=== design 1 ===
Design 1, supply network:
The bar under the picture is 20 µm long. Pins as bars on the die edge.
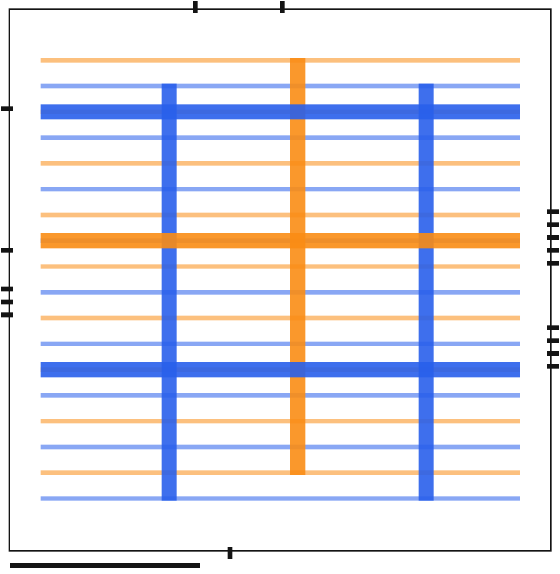
Design 1, cells coloured by class:
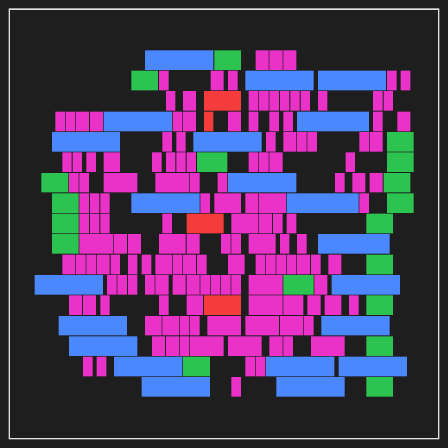
### src/rtl/lock_code_pkg.sv
//------------------------------------------------------------------------------
// Module : lock_code_pkg
// Brief  : Shared state encoding and default code for the lock-code sender.
// Rev    : 1.0  initial release
//------------------------------------------------------------------------------
`default_nettype none

package lock_code_pkg;

    typedef enum logic [1:0] {
        ST_IDLE = 2'd0,
        ST_SEND = 2'd1,
        ST_GAP  = 2'd2,
        ST_DONE = 2'd3
    } state_t;

    localparam int         DEF_CODE_W = 4;
    localparam logic [3:0] DEF_CODE   = 4'b1011;

endpackage

`default_nettype wire

### src/rtl/lock_code_shreg.sv
//------------------------------------------------------------------------------
// Module : lock_code_shreg
// Brief  : Loadable MSB-first shift register; zeros shift in behind the code.
// Rev    : 1.0  initial release
//------------------------------------------------------------------------------
`default_nettype none

module lock_code_shreg #(
    parameter int WIDTH = 4
) (
    input  logic             clk,
    input  logic             reset,
    input  logic             i_clear,
    input  logic             i_load,
    input  logic             i_shift,
    input  logic [WIDTH-1:0] i_value,
    output logic             o_msb
);

    logic [WIDTH-1:0] r_data;

    // clear has priority so an abort wins over a same-cycle reload
    always_ff @(posedge clk or posedge reset) begin
        if (reset) begin
            r_data <= '0;
        end else if (i_clear) begin
            r_data <= '0;
        end else if (i_load) begin
            r_data <= i_value;
        end else if (i_shift) begin
            r_data <= {r_data[WIDTH-2:0], 1'b0};
        end
    end

    assign o_msb = r_data[WIDTH-1];

endmodule

`default_nettype wire

### src/rtl/lock_code_sender.sv
//------------------------------------------------------------------------------
// Module : lock_code_sender
// Brief  : Serial lock-code transmitter with repeat count, gaps and handshake.
// Rev    : 1.0  initial release
//------------------------------------------------------------------------------
`default_nettype none

module lock_code_sender
    import lock_code_pkg::*;
#(
    parameter int                CODE_W     = DEF_CODE_W,
    parameter logic [CODE_W-1:0] CODE       = CODE_W'(DEF_CODE),
    parameter int                GAP_CYCLES = 2,
    parameter int                REP_W      = 4
) (
    input  logic              clk,
    input  logic              reset,
    input  logic              load_code,
    input  logic [CODE_W-1:0] code_in,
    input  logic              start,
    input  logic [REP_W-1:0]  repeat_n,
    input  logic              abort,
    output logic              dout,
    output logic              dout_valid,
    output logic              busy,
    output logic              done
);

    localparam int                 c_IDX_W    = $clog2(CODE_W);
    localparam int                 c_GAP_W    = (GAP_CYCLES > 0) ? $clog2(GAP_CYCLES + 1) : 1;
    localparam logic [c_IDX_W-1:0] c_IDX_MSB  = c_IDX_W'(CODE_W - 1);
    localparam logic [c_GAP_W-1:0] c_GAP_LAST = c_GAP_W'((GAP_CYCLES > 0) ? GAP_CYCLES - 1 : 0);
    localparam logic [REP_W-1:0]   c_REP_ONE  = REP_W'(1);

    state_t              r_state, w_state_nxt;
    logic [c_IDX_W-1:0]  r_bit_idx, w_bit_idx_nxt;
    logic [REP_W-1:0]    r_reps, w_reps_nxt;
    logic [c_GAP_W-1:0]  r_gap_cnt, w_gap_cnt_nxt;
    logic [CODE_W-1:0]   r_code, w_code_nxt;
    logic                r_valid, w_valid_nxt;
    logic                r_busy, w_busy_nxt;
    logic                r_done, w_done_nxt;
    logic                w_sh_clear, w_sh_load, w_sh_shift;

    always_comb begin
        w_state_nxt   = r_state;
        w_bit_idx_nxt = r_bit_idx;
        w_reps_nxt    = r_reps;
        w_gap_cnt_nxt = r_gap_cnt;
        w_code_nxt    = r_code;
        w_valid_nxt   = 1'b0;
        w_busy_nxt    = 1'b0;
        w_done_nxt    = 1'b0;
        w_sh_clear    = 1'b0;
        w_sh_load     = 1'b0;
        w_sh_shift    = 1'b0;

        case (r_state)
            ST_IDLE: begin
                if (load_code) begin
                    w_code_nxt = code_in;
                end
                // the shift register loads w_code_nxt so a same-cycle load wins
                if (start) begin
                    w_state_nxt   = ST_SEND;
                    w_reps_nxt    = (repeat_n == '0) ? c_REP_ONE : repeat_n;
                    w_bit_idx_nxt = c_IDX_MSB;
                    w_sh_load     = 1'b1;
                    w_valid_nxt   = 1'b1;
                    w_busy_nxt    = 1'b1;
                end
            end
            ST_SEND: begin
                if (abort) begin
                    w_state_nxt = ST_IDLE;
                    w_sh_clear  = 1'b1;
                end else if (r_bit_idx != '0) begin
                    w_bit_idx_nxt = r_bit_idx - c_IDX_W'(1);
                    w_sh_shift    = 1'b1;
                    w_valid_nxt   = 1'b1;
                    w_busy_nxt    = 1'b1;
                end else if (r_reps != c_REP_ONE) begin
                    w_reps_nxt = r_reps - c_REP_ONE;
                    w_busy_nxt = 1'b1;
                    if (GAP_CYCLES == 0) begin
                        w_bit_idx_nxt = c_IDX_MSB;
                        w_sh_load     = 1'b1;
                        w_valid_nxt   = 1'b1;
                    end else begin
                        w_state_nxt   = ST_GAP;
                        w_gap_cnt_nxt = '0;
                        w_sh_clear    = 1'b1;
                    end
                end else begin
                    w_state_nxt = ST_DONE;
                    w_sh_clear  = 1'b1;
                    w_done_nxt  = 1'b1;
                end
            end
            ST_GAP: begin
                if (abort) begin
                    w_state_nxt = ST_IDLE;
                    w_sh_clear  = 1'b1;
                end else if (r_gap_cnt == c_GAP_LAST) begin
                    w_state_nxt   = ST_SEND;
                    w_bit_idx_nxt = c_IDX_MSB;
                    w_sh_load     = 1'b1;
                    w_valid_nxt   = 1'b1;
                    w_busy_nxt    = 1'b1;
                end else begin
                    w_gap_cnt_nxt = r_gap_cnt + c_GAP_W'(1);
                    w_busy_nxt    = 1'b1;
                end
            end
            ST_DONE: begin
                w_state_nxt = ST_IDLE;
            end
            default: begin
                w_state_nxt = ST_IDLE;
            end
        endcase
    end

    always_ff @(posedge clk or posedge reset) begin
        if (reset) begin
            r_state   <= ST_IDLE;
            r_bit_idx <= '0;
            r_reps    <= '0;
            r_gap_cnt <= '0;
            r_code    <= CODE;
            r_valid   <= 1'b0;
            r_busy    <= 1'b0;
            r_done    <= 1'b0;
        end else begin
            r_state   <= w_state_nxt;
            r_bit_idx <= w_bit_idx_nxt;
            r_reps    <= w_reps_nxt;
            r_gap_cnt <= w_gap_cnt_nxt;
            r_code    <= w_code_nxt;
            r_valid   <= w_valid_nxt;
            r_busy    <= w_busy_nxt;
            r_done    <= w_done_nxt;
        end
    end

    lock_code_shreg #(
        .WIDTH (CODE_W)
    ) u_shreg (
        .clk     (clk),
        .reset   (reset),
        .i_clear (w_sh_clear),
        .i_load  (w_sh_load),
        .i_shift (w_sh_shift),
        .i_value (w_code_nxt),
        .o_msb   (dout)
    );

    assign dout_valid = r_valid;
    assign busy       = r_busy;
    assign done       = r_done;

endmodule

`default_nettype wire
### config.mk
export PLATFORM = sky130hd
export DESIGN_NAME = lock_code_sender
export DESIGN_NICKNAME = d
export VERILOG_FILES = /design/src/rtl/lock_code_pkg.sv /design/src/rtl/lock_code_shreg.sv /design/src/rtl/lock_code_sender.sv
export SDC_FILE = /design/constraint.sdc
export NUM_CORES = 1
export LEC_CHECK = 0
export ABC_AREA = 1
export CAP_MARGIN = 40
export CORE_MARGIN = 3
export CORE_UTILIZATION = 50
export CTS_BUF_LIST = sky130_fd_sc_hd__clkbuf_8
export DETAILED_ROUTE_END_ITERATION = 10
export GPL_TIMING_DRIVEN = 0
export PLACE_DENSITY = 0.78
export SYNTH_ARGS = -nofsm -noshare
export SYNTH_HDL_FRONTEND = slang
export SYNTH_SLANG_ARGS = --single-unit
### constraint.sdc
create_clock -name clk -period 2.4 [get_ports clk]
set_input_delay 0.24 -clock clk [delete_from_list [all_inputs] [get_ports clk]]
set_output_delay 0.24 -clock clk [all_outputs]
set_load 0.02 [all_outputs]
==> reports/results.tsv <==
metric	value	unit
status	finished, final reports clean	
power.internal	1.07	mW
area_growth_syn_to_layout	18.5	%
dieArea	3250	µm²
grt-ovfl-total	0	
rsz0062_at_grt	no	
top_usage_layer	met2	
edf_count	0	
root_buffer	clkbuf_8	
via_per_inst	5.18	
most_common_cell	nand2_1	
gr-usage-met1	20.2	%
die_y	57.0	µm
first_pass_iters	4	
p_seq_share	31.8	%
port_buffers	16	
grt_pass1_vias	1179	
ys_warn_count	0	
cp_max_fo	9	
avgSynthCellArea	7.56	µm²
met3_usage	2.04	%
cts_tree	built	
cts_setup_buffers	0	
top_power_group	combinational cells	
top_area_share	34.6	%
top_cells_by_count	59 x nand2_1, 20 x inv_1, 20 x nand3_1	
cts.path.max_buffers	2	
clock_skew	0.00660	ns
lay_top_cells	59 x nand2_1, 21 x inv_1, 20 x nand3_1	
n_all_inverters	23	
m1WireLength	1.11	mm
Notes on 'supply network' of design 1 above:
Key: orange = VDD; blue = VSS
3 straps on met5. 3 straps on met4. 18 met1 rails follow the rows. The core has 17 rows.

Notes on 'cells coloured by class' of design 1 above:
Key: magenta = combinational and other logic [cells 149]; red = clock drivers and dummy loads [cells 4]; blue = sequential cells [cells 21]; green = remaining buffers and delay cells [cells 18]
Core Util, Final: 65.8%
flop share of the area: 34.4%
cell area after layout: 1540 µm²

[cell families after synthesis]
group           after synthesis  share of synthesized area (%)
buf+inv                      25                           8.37
fa+ha+maj                    10                           9.62
flops                        21                           40.7
compound gates               16                           6.64
simple gates                100                           34.7
[path summary, 6_finish.rpt]
kind / slack [ns] / cells past startpoint / to
worst max-delay path: 0.81 / 11 / r_bit_idx[1]
worst min-delay path: 0.41 / 2 / r_bit_idx[1]
worst max register to register: 0.81 / 11 / r_bit_idx[1]
worst min register to register: 0.48 / 2 / r_code[1]
max in group asynchronous: 1.49 / 2 / r_reps[1]
min in group clk: 0.48 / 2 / r_code[1]
[state kept, by name, summed over array words and instances (netlist names)]
signal and count:
r_bit_idx 2, r_gap_cnt 2, r_reps 4, u_shreg.r_data 4
r_code 4, r_state 2, busy 1, dout_valid 1
done 1
[worst max-delay path, cell delays in order, from the launching register on]
cell and delay (ns):
dfrtp_1 0.42, inv_1 0.11, ha_1 0.21, buf_6 0.13, inv_1 0.05, nor2_1 0.04, inv_1 0.09, nand2_1 0.09
nor2_2 0.14, nand2_1 0.09, nand2_1 0.06, nand2_1 0.05

=== design 2 ===
Design 2, supply network:
The bar under the picture is 50 µm long. Pins as bars on the die edge.
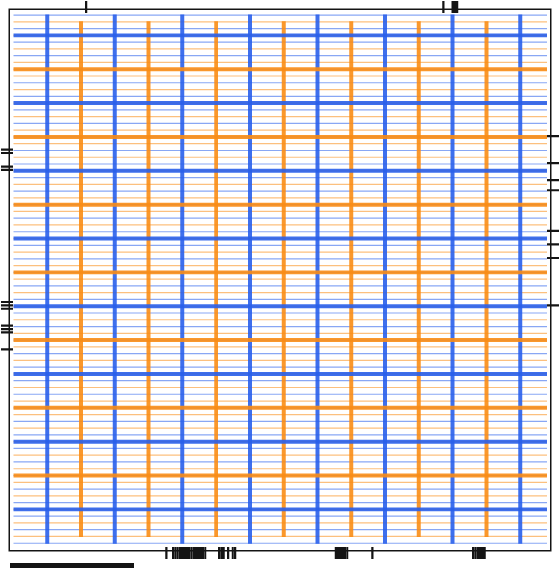
Design 2, cells coloured by class:
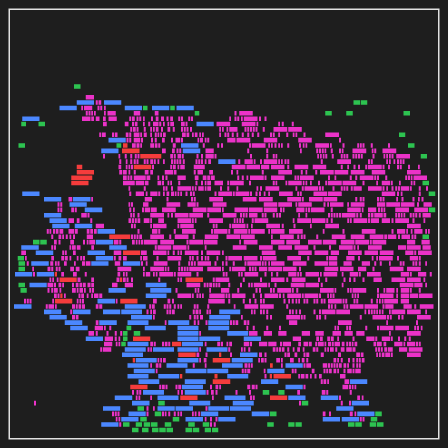
===== src/rtl/eff_bypass_ctrl_pkg.sv =====
// Shared types, defaults and the crossfade arithmetic for the effect bypass controller.
// The mix helper is width-generic so every effect stage can reuse it.
package eff_pkg;

  typedef enum logic [1:0] {BYPASS, FADE_IN, ACTIVE, FADE_OUT} bypass_state_t;

  localparam int unsigned DEBOUNCE_CYCLES_DEF = 1000000;

  // Floor of the weighted sum; the result never exceeds max(wet, dry), so truncating is safe.
  function automatic logic [31:0] mixSample(input logic [31:0] wet,
                                            input logic [31:0] dry,
                                            input logic [31:0] g,
                                            input int unsigned shift);
    logic [63:0] acc;
    acc = 64'(wet) * 64'(g) + 64'(dry) * ((64'd1 << shift) - 64'(g));
    return 32'(acc >> shift);
  endfunction

endpackage


===== src/rtl/eff_bypass_ctrl_if.sv =====
// Sample streams and status between the pedal chain, one effect stage and its bypass controller.
// The controller takes the slave view; whatever drives samples takes the master view.
interface eff_bypass_ctrl_if #(
  parameter int unsigned DATA_WIDTH = 12
);
  logic [DATA_WIDTH-1:0] data_i;
  logic                  vld_i;
  logic                  eff_en_o;
  logic [DATA_WIDTH-1:0] eff_data_o;
  logic                  eff_vld_o;
  logic [DATA_WIDTH-1:0] eff_data_i;
  logic                  eff_vld_i;
  logic [DATA_WIDTH-1:0] data_o;
  logic                  vld_o;
  logic                  active_o;
  logic                  ovf_o;
  logic                  unf_o;

  modport slave (
    input  data_i, vld_i, eff_data_i, eff_vld_i,
    output eff_en_o, eff_data_o, eff_vld_o, data_o, vld_o, active_o, ovf_o, unf_o
  );

  modport master (
    output data_i, vld_i, eff_data_i, eff_vld_i,
    input  eff_en_o, eff_data_o, eff_vld_o, data_o, vld_o, active_o, ovf_o, unf_o
  );
endinterface


===== src/rtl/eff_bypass_ctrl_debounce.sv =====
// Footswitch conditioner: 2-flop synchronizer, stability counter and rising-edge pulse.
// Shared by every footswitch input on the pedal.
module btn_debounce #(
  parameter int unsigned CYCLES = eff_pkg::DEBOUNCE_CYCLES_DEF
) (
  input  logic clk,
  input  logic rst,
  input  logic btn_i,
  output logic lvl_o,
  output logic rise_o
);
  localparam int unsigned CW = (CYCLES > 1) ? $clog2(CYCLES) : 1;

  logic [1:0]    sync_q;
  logic [CW-1:0] cnt_q;
  logic          lvl_q;
  logic          rise_q;
  logic          change;
  logic          stable;

  // A difference between the two sync stages means the level is about to change.
  assign change = sync_q[0] ^ sync_q[1];
  assign stable = (cnt_q == CW'(CYCLES - 1));

  always_ff @(posedge clk or negedge rst) begin
    if (!rst) begin
      sync_q <= '0;
      cnt_q  <= '0;
      lvl_q  <= 1'b0;
      rise_q <= 1'b0;
    end else begin
      sync_q <= {sync_q[0], btn_i};
      rise_q <= 1'b0;
      if (change) begin
        cnt_q <= '0;
      end else if (!stable) begin
        cnt_q <= cnt_q + 1'b1;
      end else begin
        lvl_q  <= sync_q[1];
        rise_q <= sync_q[1] & ~lvl_q;
      end
    end
  end

  assign lvl_o  = lvl_q;
  assign rise_o = rise_q;
endmodule


===== src/rtl/eff_bypass_ctrl.sv =====
// Click-free bypass for one effect stage: keeps the dry copy aligned with the wet return
// and crossfades between them over 2^RAMP_SHIFT samples on every footswitch press.
module eff_bypass_ctrl
  import eff_pkg::*;
#(
  parameter int unsigned DATA_WIDTH      = 12,
  parameter int unsigned DEBOUNCE_CYCLES = DEBOUNCE_CYCLES_DEF,
  parameter int unsigned RAMP_SHIFT      = 8,
  parameter int unsigned FIFO_DEPTH      = 4
) (
  input logic              clk,
  input logic              rst,
  input logic              btn_i,
  eff_bypass_ctrl_if.slave bus
);
  localparam int unsigned AW = (FIFO_DEPTH > 1) ? $clog2(FIFO_DEPTH) : 1;
  localparam int unsigned GW = RAMP_SHIFT + 1;
  localparam logic [GW-1:0] G_FULL = {1'b1, {RAMP_SHIFT{1'b0}}};

  logic                  btnLvl;
  logic                  btnRise;
  logic                  toggle;
  logic [DATA_WIDTH-1:0] mem_q [FIFO_DEPTH];
  logic [AW-1:0]         wrPtr_q, rdPtr_q;
  logic [AW:0]           count_q;
  logic                  full, empty, push, pop, drop;
  logic [DATA_WIDTH-1:0] mixVal;
  logic [DATA_WIDTH-1:0] effData_q, data_q;
  logic                  effVld_q, vld_q, ovf_q, unf_q;
  bypass_state_t         state_q;
  logic [GW-1:0]         g_q, g_d;
  logic                  effEn_q, active_q;

  btn_debounce #(.CYCLES(DEBOUNCE_CYCLES)) u_debounce (
    .clk    (clk),
    .rst    (rst),
    .btn_i  (btn_i),
    .lvl_o  (btnLvl),
    .rise_o (btnRise)
  );

  assign toggle = btnRise & btnLvl;

  // A full FIFO still accepts a sample when the head leaves in the same cycle.
  assign full  = (count_q == (AW + 1)'(FIFO_DEPTH));
  assign empty = (count_q == '0);
  assign pop   = bus.eff_vld_i & ~empty;
  assign push  = bus.vld_i & (~full | pop);
  assign drop  = bus.vld_i & full & ~pop;

  assign mixVal = DATA_WIDTH'(mixSample(32'(bus.eff_data_i), 32'(mem_q[rdPtr_q]),
                                        32'(g_q), RAMP_SHIFT));

  always_ff @(posedge clk) begin
    if (push) mem_q[wrPtr_q] <= bus.data_i;
  end

  always_ff @(posedge clk or negedge rst) begin
    if (!rst) begin
      wrPtr_q   <= '0;
      rdPtr_q   <= '0;
      count_q   <= '0;
      effData_q <= '0;
      effVld_q  <= 1'b0;
      data_q    <= '0;
      vld_q     <= 1'b0;
      ovf_q     <= 1'b0;
      unf_q     <= 1'b0;
    end else begin
      effVld_q <= push;
      vld_q    <= pop;
      ovf_q    <= ovf_q | drop;
      unf_q    <= unf_q | (bus.eff_vld_i & empty);
      if (push) begin
        wrPtr_q   <= wrPtr_q + 1'b1;
        effData_q <= bus.data_i;
      end
      if (pop) begin
        rdPtr_q <= rdPtr_q + 1'b1;
        data_q  <= mixVal;
      end
      case ({push, pop})
        2'b10:   count_q <= count_q + 1'b1;
        2'b01:   count_q <= count_q - 1'b1;
        default: ;
      endcase
    end
  end

  // Gain moves one step per output sample and saturates at its end of the ramp.
  always_comb begin
    g_d = g_q;
    case (state_q)
      FADE_IN:  if (pop && g_q != G_FULL) g_d = g_q + 1'b1;
      FADE_OUT: if (pop && g_q != '0)     g_d = g_q - 1'b1;
      default:  ;
    endcase
  end

  always_ff @(posedge clk or negedge rst) begin
    if (!rst) begin
      state_q  <= BYPASS;
      g_q      <= '0;
      effEn_q  <= 1'b0;
      active_q <= 1'b0;
    end else begin
      g_q      <= g_d;
      effEn_q  <= (state_q != BYPASS);
      active_q <= (state_q == FADE_IN) || (state_q == ACTIVE);
      case (state_q)
        BYPASS:   if (toggle) state_q <= FADE_IN;
        FADE_IN:  if (toggle) state_q <= FADE_OUT;
                  else if (g_d == G_FULL) state_q <= ACTIVE;
        ACTIVE:   if (toggle) state_q <= FADE_OUT;
        FADE_OUT: if (toggle) state_q <= FADE_IN;
                  else if (g_d == '0) state_q <= BYPASS;
        default:  state_q <= BYPASS;
      endcase
    end
  end

  assign bus.eff_en_o   = effEn_q;
  assign bus.eff_data_o = effData_q;
  assign bus.eff_vld_o  = effVld_q;
  assign bus.data_o     = data_q;
  assign bus.vld_o      = vld_q;
  assign bus.active_o   = active_q;
  assign bus.ovf_o      = ovf_q;
  assign bus.unf_o      = unf_q;
endmodule


===== src/flat_wrapper.sv =====
// flat-port wrapper written by rule: the top's interface ports become plain ports
module eff_bypass_ctrl_flat import eff_pkg::*;
#(
  parameter int unsigned DATA_WIDTH      = 12,
  parameter int unsigned DEBOUNCE_CYCLES = DEBOUNCE_CYCLES_DEF,
  parameter int unsigned RAMP_SHIFT      = 8,
  parameter int unsigned FIFO_DEPTH      = 4
)
  (clk, rst, btn_i, bus_data_i, bus_vld_i, bus_eff_data_i, bus_eff_vld_i, bus_eff_en_o, bus_eff_data_o, bus_eff_vld_o, bus_data_o, bus_vld_o, bus_active_o, bus_ovf_o, bus_unf_o);
  eff_bypass_ctrl_if #(.DATA_WIDTH(DATA_WIDTH)) bus_i ();
  input logic clk;
  input logic rst;
  input logic btn_i;
  input wire logic [$bits(bus_i.data_i)-1:0] bus_data_i;
  input wire logic [$bits(bus_i.vld_i)-1:0] bus_vld_i;
  input wire logic [$bits(bus_i.eff_data_i)-1:0] bus_eff_data_i;
  input wire logic [$bits(bus_i.eff_vld_i)-1:0] bus_eff_vld_i;
  output wire logic [$bits(bus_i.eff_en_o)-1:0] bus_eff_en_o;
  output wire logic [$bits(bus_i.eff_data_o)-1:0] bus_eff_data_o;
  output wire logic [$bits(bus_i.eff_vld_o)-1:0] bus_eff_vld_o;
  output wire logic [$bits(bus_i.data_o)-1:0] bus_data_o;
  output wire logic [$bits(bus_i.vld_o)-1:0] bus_vld_o;
  output wire logic [$bits(bus_i.active_o)-1:0] bus_active_o;
  output wire logic [$bits(bus_i.ovf_o)-1:0] bus_ovf_o;
  output wire logic [$bits(bus_i.unf_o)-1:0] bus_unf_o;
  assign bus_i.data_i = bus_data_i;
  assign bus_i.vld_i = bus_vld_i;
  assign bus_i.eff_data_i = bus_eff_data_i;
  assign bus_i.eff_vld_i = bus_eff_vld_i;
  assign bus_eff_en_o = bus_i.eff_en_o;
  assign bus_eff_data_o = bus_i.eff_data_o;
  assign bus_eff_vld_o = bus_i.eff_vld_o;
  assign bus_data_o = bus_i.data_o;
  assign bus_vld_o = bus_i.vld_o;
  assign bus_active_o = bus_i.active_o;
  assign bus_ovf_o = bus_i.ovf_o;
  assign bus_unf_o = bus_i.unf_o;
  eff_bypass_ctrl #(.DATA_WIDTH(DATA_WIDTH), .DEBOUNCE_CYCLES(DEBOUNCE_CYCLES), .RAMP_SHIFT(RAMP_SHIFT), .FIFO_DEPTH(FIFO_DEPTH)) u_core (.clk(clk), .rst(rst), .btn_i(btn_i), .bus(bus_i));
endmodule

===== config.mk =====
export PLATFORM = sky130hd
export DESIGN_NAME = eff_bypass_ctrl_flat
export DESIGN_NICKNAME = d
export VERILOG_FILES = /design/src/rtl/eff_bypass_ctrl_pkg.sv /design/src/rtl/eff_bypass_ctrl_if.sv /design/src/rtl/eff_bypass_ctrl_debounce.sv /design/src/rtl/eff_bypass_ctrl.sv /design/src/flat_wrapper.sv
export SDC_FILE = /design/constraint.sdc
export NUM_CORES = 1
export LEC_CHECK = 0
export ABC_AREA = 1
export CAP_MARGIN = 10
export CORE_MARGIN = 1
export CORE_UTILIZATION = 30
export CTS_CLUSTER_DIAMETER = 50
export DETAILED_ROUTE_END_ITERATION = 10
export PLACE_DENSITY = 0.56
export SYNTH_ARGS = -nofsm -noshare
export SYNTH_HDL_FRONTEND = slang
export SYNTH_SLANG_ARGS = --single-unit

===== constraint.sdc =====
create_clock -name clk -period 15.9 [get_ports clk]
set_clock_uncertainty 0.15 [all_clocks]
set_input_delay 2.385 -clock clk [delete_from_list [all_inputs] [get_ports clk]]
set_output_delay 2.385 -clock clk [all_outputs]
set_load 0.01 [all_outputs]

==> reports/results.tsv <==
metric	value	unit
status	finished, final reports clean	
clock_buffers	23	
drive_above_1_share	4.06	%
n_fill_cell	4753	
first_pass_iters	5	
syn_inst	1676	
rr_startpoint	u_core.g_q[0]	
n_all_buffers	66	
clkTransAtPathRegs	0.06	ns
buf_share	4.09	%
ctsHoldBuffers	0	
die_y	217	µm
maxUsedRoutingLayer	met4	
crit_buf_inv	10	
comb_cells	1095	
hp-start	u_core.u_debounce.sync_q[0]	
dominant_cells	logic gates	
synthAdderAreaFrac	37.5	%
slew_headroom	33.4	%
worst-setup-path-type	flop to flop	
die_w	217	µm
min_period_over_period	53.5	%
cp_max_fo	20	
dr.first_iter.drc_count	678	
root_buffer	clkbuf_16	
ys_warn_count	0	
syn-cell-area	13900	µm²
wl_per_cell	15.1	µm
critical-path-max-stage-delay	0.95	ns
holdPathEnd	u_core.u_debounce.sync_q[1]	
drtAntennaViolNets	0	
crit_path_top_delay_cell	dfrtp_1	
## Picture notes: 'supply network' of design 2
Key: blue = VSS; orange = VDD
15 straps on met4. 79 met1 rails follow the rows. 15 straps on met5. 59 signal pins sit on the boundary.

## Picture notes: 'cells coloured by class' of design 2
Key: blue = sequential cells [cells 120]; green = remaining buffers and delay cells [cells 66]; magenta = combinational and other logic [cells 1,507]; red = clock drivers and dummy loads [cells 32]
row count: 78
Core Util, Final: 34.3%

-- worst max-delay path by stage --
stage	from	to	slack (ns)
3_3_place_gp	bus_eff_data_i[2]	u_core.bus.data_o[4]	7.13
2_1_floorplan	bus_eff_data_i[5]	u_core.bus.data_o[10]	8.03
3_5_place_dp	bus_eff_data_i[5]	u_core.bus.data_o[4]	7.00
6_report	u_core.g_q[0]	u_core.bus.data_o[10]	7.39
5_1_grt	u_core.g_q[0]	u_core.bus.data_o[10]	6.87
4_1_cts	u_core.g_q[0]	u_core.bus.data_o[10]	7.36
-- stage by stage --
step	worst slack, ns	hold WS, ns
2_1_floorplan	8.03	0.225
5_1_grt	6.87	0.265
3_3_place_gp	7.13	0.245
6_report	7.39	0.255
4_1_cts	7.36	0.259
3_5_place_dp	7.00	0.247

=== design 3 ===
$ cat config.mk
export PLATFORM = sky130hd
export DESIGN_NAME = lane_striper
export DESIGN_NICKNAME = d
export VERILOG_FILES = /design/src/rtl/lane_striper.sv
export SDC_FILE = /design/constraint.sdc
export NUM_CORES = 1
export LEC_CHECK = 0
export ABC_CLOCK_PERIOD_IN_PS = 4000
export CAP_MARGIN = 20
export CORE_AREA = 2 2 135 151
export DETAILED_ROUTE_END_ITERATION = 16
export DIE_AREA = 0 0 137 153
export GPL_TIMING_DRIVEN = 0
export PLACE_DENSITY = 0.7
export SYNTH_ARGS = -nofsm -noshare
export SYNTH_HDL_FRONTEND = slang
export SYNTH_SLANG_ARGS = --single-unit
$ cat constraint.sdc
create_clock -name clk_2f -period 4 [get_ports clk_2f]
set_input_delay 0.4 -clock clk_2f [delete_from_list [all_inputs] [get_ports clk_2f]]
set_output_delay 0.4 -clock clk_2f [all_outputs]
set_load 0.02 [all_outputs]
$ cat src/rtl/lane_striper.sv
// Round-robin word striper: gathers one word per active lane into a stripe group
// and presents the whole group to the lane serialisers in one registered cycle.
module lane_striper #(
  parameter int DATA_W = 32,
  parameter int LANES  = 4,
  parameter int CNT_W  = $clog2(LANES) + 1
) (
  input  logic                      clk_2f,
  input  logic                      reset,
  input  logic [DATA_W-1:0]         data_in,
  input  logic                      valid_in,
  input  logic                      flush_in,
  input  logic [CNT_W-1:0]          active_lanes,
  output logic [LANES*DATA_W-1:0]   lane_data,
  output logic [LANES-1:0]          lane_valid,
  output logic                      group_valid,
  output logic                      group_partial,
  output logic                      cfg_err
);

  localparam int PTR_W = $clog2(LANES);

  logic [PTR_W-1:0]        ptr_q, ptr_d;
  logic [CNT_W-1:0]        act_q, act_d;
  logic [DATA_W-1:0]       stage_q [LANES];
  logic [DATA_W-1:0]       stage_d [LANES];
  logic [LANES-1:0]        fill_q, fill_d;

  logic [LANES*DATA_W-1:0] lane_data_q, lane_data_d;
  logic [LANES-1:0]        lane_valid_q, lane_valid_d;
  logic                    group_valid_q, group_valid_d;
  logic                    group_partial_q, group_partial_d;
  logic                    cfg_err_q, cfg_err_d;

  logic                    illegal;
  logic [CNT_W-1:0]        san;
  logic [CNT_W-1:0]        eff;
  logic                    complete;
  logic                    flush_now;

  always_comb begin
    illegal = (active_lanes == '0) || (active_lanes > CNT_W'(LANES));
    san     = illegal ? CNT_W'(LANES) : active_lanes;
    eff     = (ptr_q == '0) ? san : act_q;

    ptr_d    = ptr_q;
    act_d    = act_q;
    stage_d  = stage_q;
    fill_d   = fill_q;
    complete = 1'b0;

    if (valid_in) begin
      stage_d[ptr_q] = data_in;
      fill_d[ptr_q]  = 1'b1;
      if (ptr_q == '0) act_d = eff;
      if (CNT_W'(ptr_q) == eff - CNT_W'(1)) begin
        complete = 1'b1;
        ptr_d    = '0;
      end else begin
        ptr_d = ptr_q + PTR_W'(1);
      end
    end

    // A flush that coincides with the completing word is an ordinary full group.
    flush_now = flush_in && (|fill_d) && !complete;

    lane_data_d     = '0;
    lane_valid_d    = '0;
    group_valid_d   = 1'b0;
    group_partial_d = 1'b0;
    cfg_err_d       = valid_in && (ptr_q == '0) && illegal;

    if (complete || flush_now) begin
      for (int unsigned k = 0; k < LANES; k++) begin
        lane_data_d[k*DATA_W +: DATA_W] = stage_d[k];
      end
      lane_valid_d    = fill_d;
      group_valid_d   = 1'b1;
      group_partial_d = flush_now;
      // Staging is cleared on emit so unfilled lanes of the next group read zero.
      for (int unsigned k = 0; k < LANES; k++) begin
        stage_d[k] = '0;
      end
      fill_d = '0;
      ptr_d  = '0;
    end
  end

  always_ff @(posedge clk_2f) begin
    if (reset) begin
      ptr_q           <= '0;
      act_q           <= CNT_W'(LANES);
      for (int unsigned k = 0; k < LANES; k++) begin
        stage_q[k] <= '0;
      end
      fill_q          <= '0;
      lane_data_q     <= '0;
      lane_valid_q    <= '0;
      group_valid_q   <= 1'b0;
      group_partial_q <= 1'b0;
      cfg_err_q       <= 1'b0;
    end else begin
      ptr_q           <= ptr_d;
      act_q           <= act_d;
      stage_q         <= stage_d;
      fill_q          <= fill_d;
      lane_data_q     <= lane_data_d;
      lane_valid_q    <= lane_valid_d;
      group_valid_q   <= group_valid_d;
      group_partial_q <= group_partial_d;
      cfg_err_q       <= cfg_err_d;
    end
  end

  assign lane_data     = lane_data_q;
  assign lane_valid    = lane_valid_q;
  assign group_valid   = group_valid_q;
  assign group_partial = group_partial_q;
  assign cfg_err       = cfg_err_q;

endmodule

Design 3, supply network:
The bar under the picture is 50 µm long. Pins as bars on the die edge.
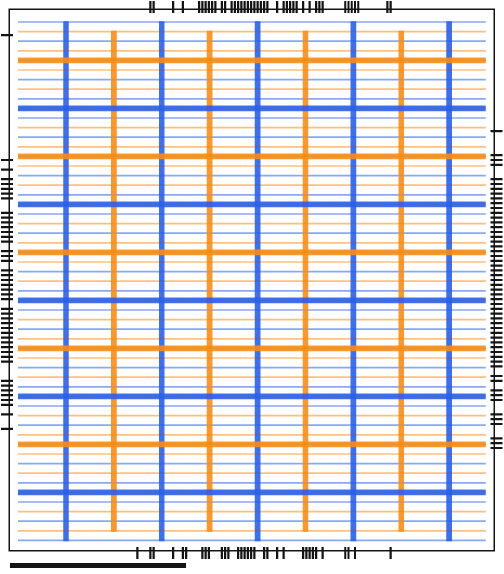
Key: orange = VDD; blue = VSS
10 straps on met5. 9 straps on met4.

==> reports/results.tsv <==
metric	value	unit
port_buffers	172	
path_cells	clkdlybuf4s50_1 -> or2_2 -> ha_1 -> nor2b_1 -> mux2i_4 -> ha_1 -> xor2_1 -> nand3_1 -> o31ai_2 -> buf_4 -> buf_4 -> nor2_1	
grt_first_pass_wirelength	30.6	mm
drive_above_1_share	15.2	%
fp_util	44.2	%
remaining_drc_errors	0	
clkTransAtPathRegs	0.06	ns
top_power_group	sequential cells	
dieArea	21000	µm²
fin_ws	0.899	ns
status	finished, final reports clean	
crit_buf_inv	3	
ff2ff_path_depth	11	
seq_area	5450	µm²
wirelength	19.5	mm
powerDensity	499	nW/µm²
die_y	153	µm
combPwrFrac	9.0	%
ys_ff	272	
drtAntennaViolNets	0	
power	5.74	mW
fmax	323	MHz
antenna_cells	0	
dr_wl_met2	9.29	mm
detailed_place_hpwl	13.6	mm
ys_warn_count	0	
ios	174	
htreeDepth	1	
first_pass_iters	4	
timing.rr.end	stage_q[20]	
fin_crit	3.10	ns
hold_viol	0	
critical-path-max-stage-delay	0.52	ns
==> cell usage in the layout (no fill, tap or decap), drive strengths merged, types with 3 or more instances in the layout <==
| cell type | n |
|---|---|
| nor2 | 268 |
| clkinv | 5 |
| inv | 5 |
| a21oi | 7 |
| buf | 35 |
| clkdlybuf4s50 | 172 |
| nand2 | 6 |
| ha | 6 |
| dfxtp | 272 |
| clkbuf | 45 |
| nand3 | 3 |
| mux2i | 131 |
==> worst max-delay path by stage <==
| stage | depth (start not counted) | to |
|---|---|---|
| 2_1_floorplan | 12 | lane_data[63] |
| 3_3_place_gp | 12 | stage_q[14] |
| 3_5_place_dp | 12 | stage_q[16] |
| 4_1_cts | 12 | stage_q[8] |
| 5_1_grt | 12 | stage_q[23] |
| 6_report | 12 | stage_q[20] |
==> cells in the mapped netlist (3+ instances only) <==
library cell / count / share of area (%)
nor2_2: 67 / 4.9
nand3_1: 3 / 0.17
mux2i_1: 130 / 15
nor2_1: 199 / 8.7
buf_2: 16 / 0.93
clkbuf_1: 9 / 0.39
inv_1: 4 / 0.17
nand2_1: 6 / 0.26
ha_1: 6 / 0.87
a21oi_1: 7 / 0.41
buf_8: 8 / 1.4
buf_4: 10 / 0.87
dfxtp_1: 272 / 63

=== design 4 ===
Design 4, supply network:
The bar under the picture is 50 µm long. Pins as bars on the die edge.
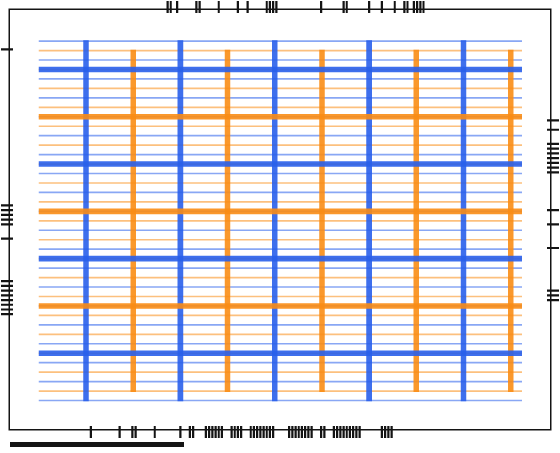
<file path="src/rtl/fp_divider_seq_if.sv">
// rtl/fp_divider_seq_if.sv - operand/result handshake bundle for the sequential fp divider
interface fp_divider_seq_if;
   logic        in_valid;
   logic        in_ready;
   logic [31:0] Dividend;
   logic [31:0] Divisor;
   logic        out_valid;
   logic        out_ready;
   logic [31:0] Output;
   logic        busy;

   modport master (
      output in_valid,
      output Dividend,
      output Divisor,
      output out_ready,
      input  in_ready,
      input  out_valid,
      input  Output,
      input  busy
   );

   modport slave (
      input  in_valid,
      input  Dividend,
      input  Divisor,
      input  out_ready,
      output in_ready,
      output out_valid,
      output Output,
      output busy
   );
endinterface

</file>
<file path="src/rtl/fp_divider_seq.sv">
// rtl/fp_divider_seq.sv - sequential IEEE-754 single-precision divider, radix-2 restoring
// Special operands resolve in the accept cycle; normal operands take 25 divide steps plus one normalise step.
module fp_divider_seq #(
   parameter logic [31:0] NAN_VALUE = 32'h7FC00000
) (
   input logic             clk,
   input logic             reset_n,
   fp_divider_seq_if.slave bus
);

   typedef enum logic [1:0] {
      IDLE,
      DIVIDE,
      NORM,
      DONE
   } state_t;

   state_t state;
   state_t state_nxt;

   logic        sign_r;
   logic [7:0]  ea_r;
   logic [7:0]  eb_r;
   logic [23:0] mb_r;
   logic [24:0] rem_r;
   logic [24:0] quo_r;
   logic [4:0]  cnt_r;
   logic [31:0] res_r;
   logic [31:0] out_r;
   logic        out_valid_r;

   // operand classification, exponent 0 means zero (denormals flushed)
   logic [7:0]  a_exp;
   logic [7:0]  b_exp;
   logic [22:0] a_frac;
   logic [22:0] b_frac;
   logic        a_nan;
   logic        b_nan;
   logic        a_inf;
   logic        b_inf;
   logic        a_zero;
   logic        b_zero;
   logic        sign_in;
   logic        spec_hit;
   logic [31:0] spec_val;

   always_comb begin
      a_exp    = bus.Dividend[30:23];
      b_exp    = bus.Divisor[30:23];
      a_frac   = bus.Dividend[22:0];
      b_frac   = bus.Divisor[22:0];
      sign_in  = bus.Dividend[31] ^ bus.Divisor[31];
      a_nan    = (a_exp == 8'hFF) && (a_frac != 23'h0);
      b_nan    = (b_exp == 8'hFF) && (b_frac != 23'h0);
      a_inf    = (a_exp == 8'hFF) && (a_frac == 23'h0);
      b_inf    = (b_exp == 8'hFF) && (b_frac == 23'h0);
      a_zero   = (a_exp == 8'h00);
      b_zero   = (b_exp == 8'h00);
      spec_hit = 1'b1;
      spec_val = 32'h0;
      if (a_nan || b_nan || (a_zero && b_zero) || (a_inf && b_inf)) begin
         spec_val = NAN_VALUE;
      end else if (a_inf || b_zero) begin
         spec_val = {sign_in, 8'hFF, 23'h0};
      end else if (a_zero || b_inf) begin
         spec_val = {sign_in, 31'h0};
      end else begin
         spec_hit = 1'b0;
      end
   end

   // One restoring step; the remainder entering a step is always below 2^24 after the compare.
   logic        rem_ge;
   logic [24:0] rem_diff;
   logic [24:0] rem_step;

   always_comb begin
      rem_ge   = (rem_r >= {1'b0, mb_r});
      rem_diff = rem_r - {1'b0, mb_r};
      rem_step = rem_ge ? {rem_diff[23:0], 1'b0} : {rem_r[23:0], 1'b0};
   end

   logic signed [9:0] e_norm;
   logic [22:0]       m_norm;
   logic [31:0]       norm_val;

   always_comb begin
      e_norm = $signed({2'b00, ea_r}) - $signed({2'b00, eb_r}) + 10'sd127
               - (quo_r[24] ? 10'sd0 : 10'sd1);
      m_norm = quo_r[24] ? quo_r[23:1] : quo_r[22:0];
      if (e_norm >= 10'sd255) begin
         norm_val = {sign_r, 8'hFF, 23'h0};
      end else if (e_norm <= 10'sd0) begin
         norm_val = {sign_r, 31'h0};
      end else begin
         norm_val = {sign_r, e_norm[7:0], m_norm};
      end
   end

   always_ff @(posedge clk) begin
      if (!reset_n) begin
         state <= IDLE;
      end else begin
         state <= state_nxt;
      end
   end

   always_comb begin
      state_nxt = state;
      case (state)
         IDLE:    if (bus.in_valid) state_nxt = spec_hit ? DONE : DIVIDE;
         DIVIDE:  if (cnt_r == 5'd24) state_nxt = NORM;
         NORM:    state_nxt = DONE;
         DONE:    if (out_valid_r && bus.out_ready) state_nxt = IDLE;
         default: state_nxt = IDLE;
      endcase
   end

   always_ff @(posedge clk) begin
      if (!reset_n) begin
         sign_r      <= 1'b0;
         ea_r        <= 8'h0;
         eb_r        <= 8'h0;
         mb_r        <= 24'h0;
         rem_r       <= 25'h0;
         quo_r       <= 25'h0;
         cnt_r       <= 5'h0;
         res_r       <= 32'h0;
         out_r       <= 32'h0;
         out_valid_r <= 1'b0;
      end else begin
         case (state)
            IDLE: begin
               if (bus.in_valid) begin
                  sign_r <= sign_in;
                  ea_r   <= a_exp;
                  eb_r   <= b_exp;
                  mb_r   <= {1'b1, b_frac};
                  rem_r  <= {2'b01, a_frac};
                  quo_r  <= 25'h0;
                  cnt_r  <= 5'h0;
                  if (spec_hit) res_r <= spec_val;
               end
            end
            DIVIDE: begin
               rem_r <= rem_step;
               quo_r <= {quo_r[23:0], rem_ge};
               cnt_r <= cnt_r + 5'd1;
            end
            NORM: begin
               res_r <= norm_val;
            end
            DONE: begin
               // Output only changes together with the rising out_valid, then holds until taken.
               if (!out_valid_r) begin
                  out_valid_r <= 1'b1;
                  out_r       <= res_r;
               end else if (bus.out_ready) begin
                  out_valid_r <= 1'b0;
               end
            end
            default: ;
         endcase
      end
   end

   assign bus.in_ready  = (state == IDLE);
   assign bus.busy      = (state != IDLE);
   assign bus.out_valid = out_valid_r;
   assign bus.Output    = out_r;

endmodule
</file>
<file path="src/flat_wrapper.sv">
// flat-port wrapper written by rule: the top's interface ports become plain ports
module fp_divider_seq_flat 
#(
   parameter logic [31:0] NAN_VALUE = 32'h7FC00000
)
  (clk, reset_n, bus_in_valid, bus_Dividend, bus_Divisor, bus_out_ready, bus_in_ready, bus_out_valid, bus_Output, bus_busy);
  fp_divider_seq_if bus_i ();
  input logic clk;
  input logic reset_n;
  input wire logic [$bits(bus_i.in_valid)-1:0] bus_in_valid;
  input wire logic [$bits(bus_i.Dividend)-1:0] bus_Dividend;
  input wire logic [$bits(bus_i.Divisor)-1:0] bus_Divisor;
  input wire logic [$bits(bus_i.out_ready)-1:0] bus_out_ready;
  output wire logic [$bits(bus_i.in_ready)-1:0] bus_in_ready;
  output wire logic [$bits(bus_i.out_valid)-1:0] bus_out_valid;
  output wire logic [$bits(bus_i.Output)-1:0] bus_Output;
  output wire logic [$bits(bus_i.busy)-1:0] bus_busy;
  assign bus_i.in_valid = bus_in_valid;
  assign bus_i.Dividend = bus_Dividend;
  assign bus_i.Divisor = bus_Divisor;
  assign bus_i.out_ready = bus_out_ready;
  assign bus_in_ready = bus_i.in_ready;
  assign bus_out_valid = bus_i.out_valid;
  assign bus_Output = bus_i.Output;
  assign bus_busy = bus_i.busy;
  fp_divider_seq #(.NAN_VALUE(NAN_VALUE)) u_core (.clk(clk), .reset_n(reset_n), .bus(bus_i));
endmodule
</file>
<file path="config.mk">
export PLATFORM = sky130hd
export DESIGN_NAME = fp_divider_seq_flat
export DESIGN_NICKNAME = d
export VERILOG_FILES = /design/src/rtl/fp_divider_seq_if.sv /design/src/rtl/fp_divider_seq.sv /design/src/flat_wrapper.sv
export SDC_FILE = /design/constraint.sdc
export NUM_CORES = 1
export LEC_CHECK = 0
export CORE_ASPECT_RATIO = 0.75
export CORE_MARGIN = 8
export CORE_UTILIZATION = 61
export CTS_BUF_LIST = sky130_fd_sc_hd__clkbuf_4 sky130_fd_sc_hd__clkbuf_8 sky130_fd_sc_hd__clkbuf_16
export CTS_CLUSTER_SIZE = 24
export DETAILED_ROUTE_END_ITERATION = 6
export HOLD_SLACK_MARGIN = 0.12
export PLACE_DENSITY = 0.94
export SLEW_MARGIN = 20
export SYNTH_ARGS = -nofsm -noshare
export SYNTH_HDL_FRONTEND = slang
export SYNTH_SLANG_ARGS = --single-unit
</file>
<file path="constraint.sdc">
create_clock -name clk -period 5.34 [get_ports clk]
set_clock_uncertainty 0.15 [all_clocks]
set_input_delay 0.534 -clock clk [delete_from_list [all_inputs] [get_ports clk]]
set_output_delay 0.534 -clock clk [all_outputs]
set_load 0.03 [all_outputs]
</file>
==> reports/results.tsv <==
metric	value	unit
layout.nets	1323	
place_ws	0.610	ns
first_pass_iters	6	
n_all_inverters	65	
wirelength	24.3	mm
clock_buffers	17	
fin_ws	0.607	ns
maxUsedRoutingLayer	met4	
status	finished, final reports clean	
grt_use_total	26.3	%
dr.first_iter.drc_count	817	
clkTransAtPathRegs	0.06	ns
yosys_cells	1130	
comb_cell_power	3.91	mW
final_cells	1421	
ctsHoldBuffers	0	
top_area_share	36.8	%
slew_headroom	30.9	%
holdPathEnd	u_core.eb_r[6]	
power_clock	1.15	mW
swShare	47.4	%
path_cells	inv_1 -> ha_1 -> nor2_1 -> a21o_1 -> xnor2_2 -> inv_2 -> ha_1 -> a21oi_1 -> and2_1 -> o211ai_1 -> a21oi_1 -> a21o_1 -> nor2_1 -> a211oi_2 -> nand4b_2 -> o21ai_0	
sh_comb_area	48.7	%
hold_slack	0.305	ns
cts_buffers	17	
cts_tree	built	
tns	0	ns
n_all_buffers	116	
endpoint	u_core.res_r[1]	
remaining_drc_errors	0	
p_sw	3.12	mW
crit_buf_inv	2	
dr_wl_met2	11.6	mm
seq_area	3260	µm²
About 'supply network' of design 4:
Key: blue = VSS; orange = VDD
7 straps on met5. The core has 38 rows. 39 met1 rails follow the rows.
VDD IR max: 0.000484 V
chip height: 120 µm
core box area: 14,400 µm²
die x size: 155 µm

==> logic make-up after synthesis <==
kind of cell               share of synthesized area (%)
AOI/OAI and AO/OA                                   24.5
and+or+nand+nor                                     20.4
DFF                                                 36.8
buffers and inverters                               5.39
xor gates and xnor gates                            3.03
adders and majority gates                           6.88
muxes                                               3.05
==> synth_stat cells (8+ instances only) <==
master    count
clkbuf_1     52
inv_1        60
o21ai_0      32
nor2b_1      10
ha_1         44
a21oi_1     132
mux2i_1      27
nand4_1      11
dfxtp_1     163
nand2_1     217
nand3_1      10
o21ai_2      20
nor3_1       19
nor4_1       15
nor2_1       88
a22oi_1      25
o211ai_1     15
a21o_1       21
xor2_1       10
a31oi_1      13
xnor2_1      17
o311ai_0      8
or3_1        11
==> flip-flops by register name, summed over array words and instances (netlist names) <==
signal and cells:
u_core.bus.Output 32, u_core.bus.out_valid 1, u_core.cnt_r 5, u_core.ea_r 8, u_core.eb_r 8, u_core.mb_r 24
u_core.quo_r 25, u_core.rem_r 25, u_core.res_r 32, u_core.sign_r 1, u_core.state 2
==> worst min-delay path, stage by stage, from the launching register on <==
cell	delay [ns]
dfxtp_1	0.31
nand2_1	0.05
a21oi_1	0.05

=== design 5 ===
Design 5, supply network:
The bar under the picture is 100 µm long. Pins as bars on the die edge.
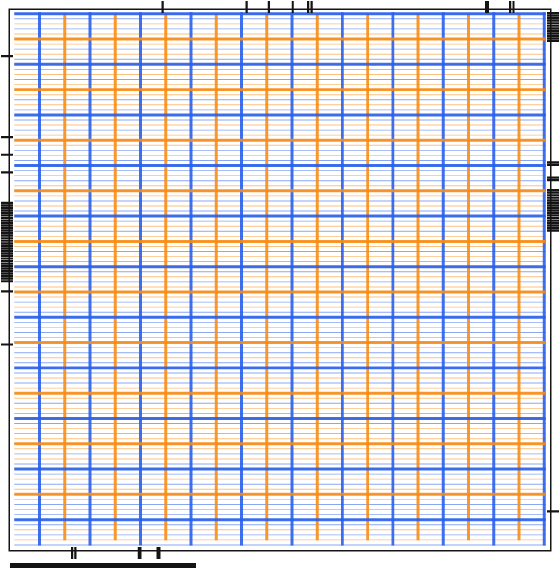
Design 5, cells coloured by class:
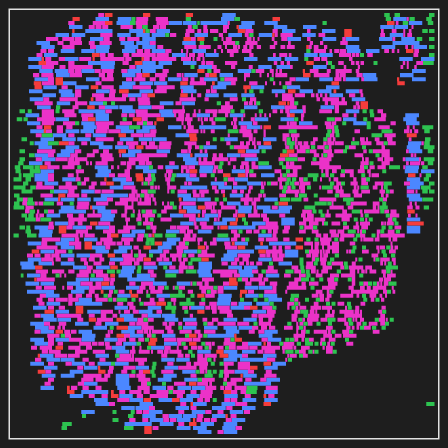
===== src/rtl/dag_unit.sv =====
// dag_unit: data address generator with I/M/L/B register file and circular buffer wrap
module dag_unit (
    input  logic        clk,
    input  logic        rst,
    input  logic        ps_dg_en,
    input  logic        ps_dg_dgsclt,
    input  logic        ps_dg_mdfy,
    input  logic [2:0]  ps_dg_iadd,
    input  logic [2:0]  ps_dg_madd,
    input  logic        ps_dg_wrt_en,
    input  logic [4:0]  ps_dg_wrt_add,
    input  logic [4:0]  ps_dg_rd_add,
    input  logic [15:0] bc_dg_dt,
    output logic [15:0] dg_bc_dt,
    output logic [15:0] dg_dm_add,
    output logic [15:0] dg_ps_add,
    output logic        dg_dm_vld,
    output logic        dg_ps_vld
);
    logic [15:0] i_r [8];
    logic [15:0] m_r [8];
    logic [15:0] l_r [8];
    logic [15:0] b_r [8];
    logic [15:0] i_cur, m_cur, l_cur, b_cur, rd_val, addr, wrapped;
    logic [16:0] sum, top, sub, add;
    // ureg read with same-cycle write bypass
    always_comb begin
        rd_val = ps_dg_rd_add[4:3] == 2'd0 ? i_r[ps_dg_rd_add[2:0]] :
                 ps_dg_rd_add[4:3] == 2'd1 ? m_r[ps_dg_rd_add[2:0]] :
                 ps_dg_rd_add[4:3] == 2'd2 ? l_r[ps_dg_rd_add[2:0]] : b_r[ps_dg_rd_add[2:0]];
        dg_bc_dt = (ps_dg_wrt_en && ps_dg_wrt_add == ps_dg_rd_add) ? bc_dg_dt : rd_val;
    end
    // address and circular wrap; M is sign-extended so a negative step stays below 2^16
    always_comb begin
        i_cur = i_r[ps_dg_iadd];
        m_cur = m_r[ps_dg_madd];
        l_cur = l_r[ps_dg_iadd];
        b_cur = b_r[ps_dg_iadd];
        sum = {1'b0, i_cur} + {m_cur[15], m_cur};
        top = {1'b0, b_cur} + {1'b0, l_cur};
        sub = sum - {1'b0, l_cur};
        add = sum + {1'b0, l_cur};
        wrapped = l_cur == 16'd0 ? sum[15:0] :
                  sum >= top ? sub[15:0] :
                  sum < {1'b0, b_cur} ? add[15:0] : sum[15:0];
        addr = ps_dg_mdfy ? i_cur : sum[15:0];
    end
    // address outputs, post-modify update, then ureg write so the write wins on collision
    always_ff @(posedge clk or negedge rst) begin
        if (!rst) begin
            for (int k = 0; k < 8; k++) begin
                i_r[k] <= '0;
                m_r[k] <= '0;
                l_r[k] <= '0;
                b_r[k] <= '0;
            end
            dg_dm_add <= '0;
            dg_ps_add <= '0;
            dg_dm_vld <= 1'b0;
            dg_ps_vld <= 1'b0;
        end else begin
            dg_dm_vld <= ps_dg_en & ~ps_dg_dgsclt;
            dg_ps_vld <= ps_dg_en & ps_dg_dgsclt;
            if (ps_dg_en && !ps_dg_dgsclt) dg_dm_add <= addr;
            if (ps_dg_en && ps_dg_dgsclt) dg_ps_add <= addr;
            if (ps_dg_en && ps_dg_mdfy) i_r[ps_dg_iadd] <= wrapped;
            if (ps_dg_wrt_en) begin
                case (ps_dg_wrt_add[4:3])
                    2'd0: i_r[ps_dg_wrt_add[2:0]] <= bc_dg_dt;
                    2'd1: m_r[ps_dg_wrt_add[2:0]] <= bc_dg_dt;
                    2'd2: l_r[ps_dg_wrt_add[2:0]] <= bc_dg_dt;
                    default: begin
                        b_r[ps_dg_wrt_add[2:0]] <= bc_dg_dt;
                        i_r[ps_dg_wrt_add[2:0]] <= bc_dg_dt;
                    end
                endcase
            end
        end
    end
endmodule


===== config.mk =====
export PLATFORM = sky130hd
export DESIGN_NAME = dag_unit
export DESIGN_NICKNAME = d
export VERILOG_FILES = /design/src/rtl/dag_unit.sv
export SDC_FILE = /design/constraint.sdc
export NUM_CORES = 1
export LEC_CHECK = 0
export CORE_MARGIN = 2
export CORE_UTILIZATION = 40
export CTS_BUF_LIST = sky130_fd_sc_hd__clkbuf_8
export CTS_CLUSTER_SIZE = 8
export DETAILED_ROUTE_END_ITERATION = 7
export PLACE_DENSITY_LB_ADDON = 0.25
export SYNTH_ARGS = -nofsm -noshare
export SYNTH_HDL_FRONTEND = slang
export SYNTH_SLANG_ARGS = --single-unit

===== constraint.sdc =====
create_clock -name clk -period 7.3 [get_ports clk]
set_input_delay 1.825 -clock clk [delete_from_list [all_inputs] [get_ports clk]]
set_output_delay 1.825 -clock clk [all_outputs]
set_load 0.01 [all_outputs]

==> reports/results.tsv <==
metric	value	unit
top_cells_by_area	dfrtp_1 42%, mux2_2 15%, mux4_2 14%	
place_congestion	0.950	
place_area	37700	µm²
ios	88	
port_buffers	87	
clkTransAtPathRegs	0.06	ns
min_period_over_period	96.5	%
worst-setup-path-type	input port to flop	
cts.path.max_buffers	3	
root_buffer	clkbuf_8	
n_all_buffers	519	
fp_nets	2869	
worstMarginPinSlew	1.27	ns
layout.nets	3263	
grt_max_degree	173	
synth_chip_area	32800	µm²
clk_share	5.10	%
met3_usage	8.88	%
hold_viol	0	
htreeDepth	3	
status	finished, final reports clean	
logic_area	18200	µm²
## Picture notes: 'supply network' of design 5
Key: orange = VDD; blue = VSS
88 signal pins sit on the boundary. The core has 105 rows. 21 straps on met5.
chip height: 290 µm
VDD IR max: 0.000413 V
die x size: 290 µm

## Picture notes: 'cells coloured by class' of design 5
Key: magenta = combinational and other logic [cells 1,962]; blue = sequential cells [cells 546]; green = remaining buffers and delay cells [cells 519]; red = clock drivers and dummy loads [cells 182]
Core Util, Final: 49.0%
cell area after layout: 40,000 µm²
core box area: 81,600 µm²
flop share of the area: 34.1%
row count: 105

## worst max-delay path: cells and delay by family
kind	cells	cell delay (ns)
muxes	1	0.39
and+or+nand+nor	6	1.19
buffers and inverters	7	1.30
AOI/OAI and AO/OA	11	2.12
xor gates and xnor gates	1	0.19
adders and majority gates	2	0.61
## path summary, 6_finish.rpt
| check | from | endpoint | slack, ns | depth (start not counted) |
|---|---|---|---|---|
| worst max-delay path | ps_dg_iadd[2] | i_r[19] | 0.25 | 28 |
| worst min-delay path | dg_dm_add[1] | dg_dm_add[1] | 0.48 | 2 |
| worst max register to register | b_r[113] | i_r[19] | 1.42 | 28 |
| worst min register to register | dg_dm_add[1] | dg_dm_add[1] | 0.48 | 2 |
| max in group asynchronous | rst | m_r[38] | 4.39 | 2 |
| min in group asynchronous | rst | b_r[66] | 1.14 | 1 |
## registers in the layout (all words and copies together), names as in the netlist
name and cells:
i_r 128, dg_dm_vld 1, l_r 128, m_r 128
b_r 128, dg_dm_add 16, dg_ps_vld 1, dg_ps_add 16
## where the power goes
group,switching [mW],leakage [nW],internal [mW]
sequential,0.703,6.89,3.87
combinational,5.27,9.78,4.64
clock,1.39,1.19,1.59
total,7.37,17.9,10.1


==> gallery <==
Congestion heat map.
shot_01.png
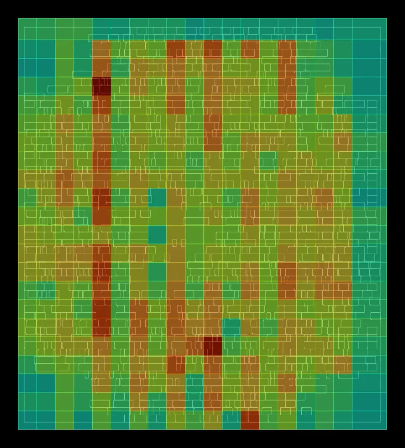
shot_02.png
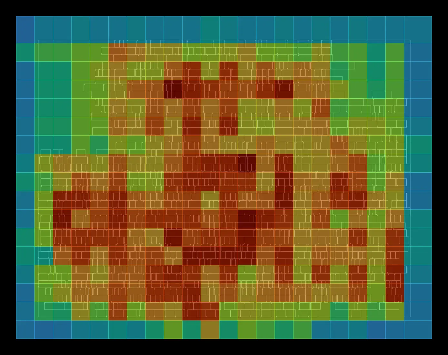
shot_03.png
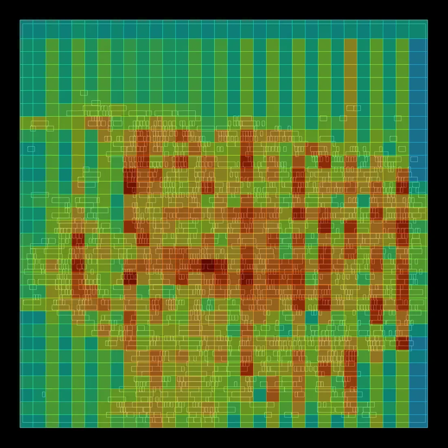
shot_04.png
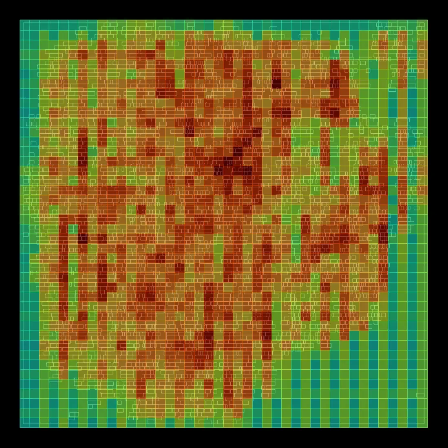
shot_05.png
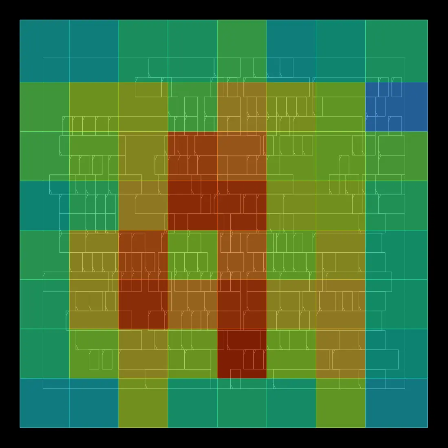
The one with the least wire per cell is shot_05.png.
shot_05.png: design 1
shot_03.png: design 2
shot_02.png: design 4
shot_01.png: design 3
shot_04.png: design 5

Power is estimated from default activity; no workload was simulated.
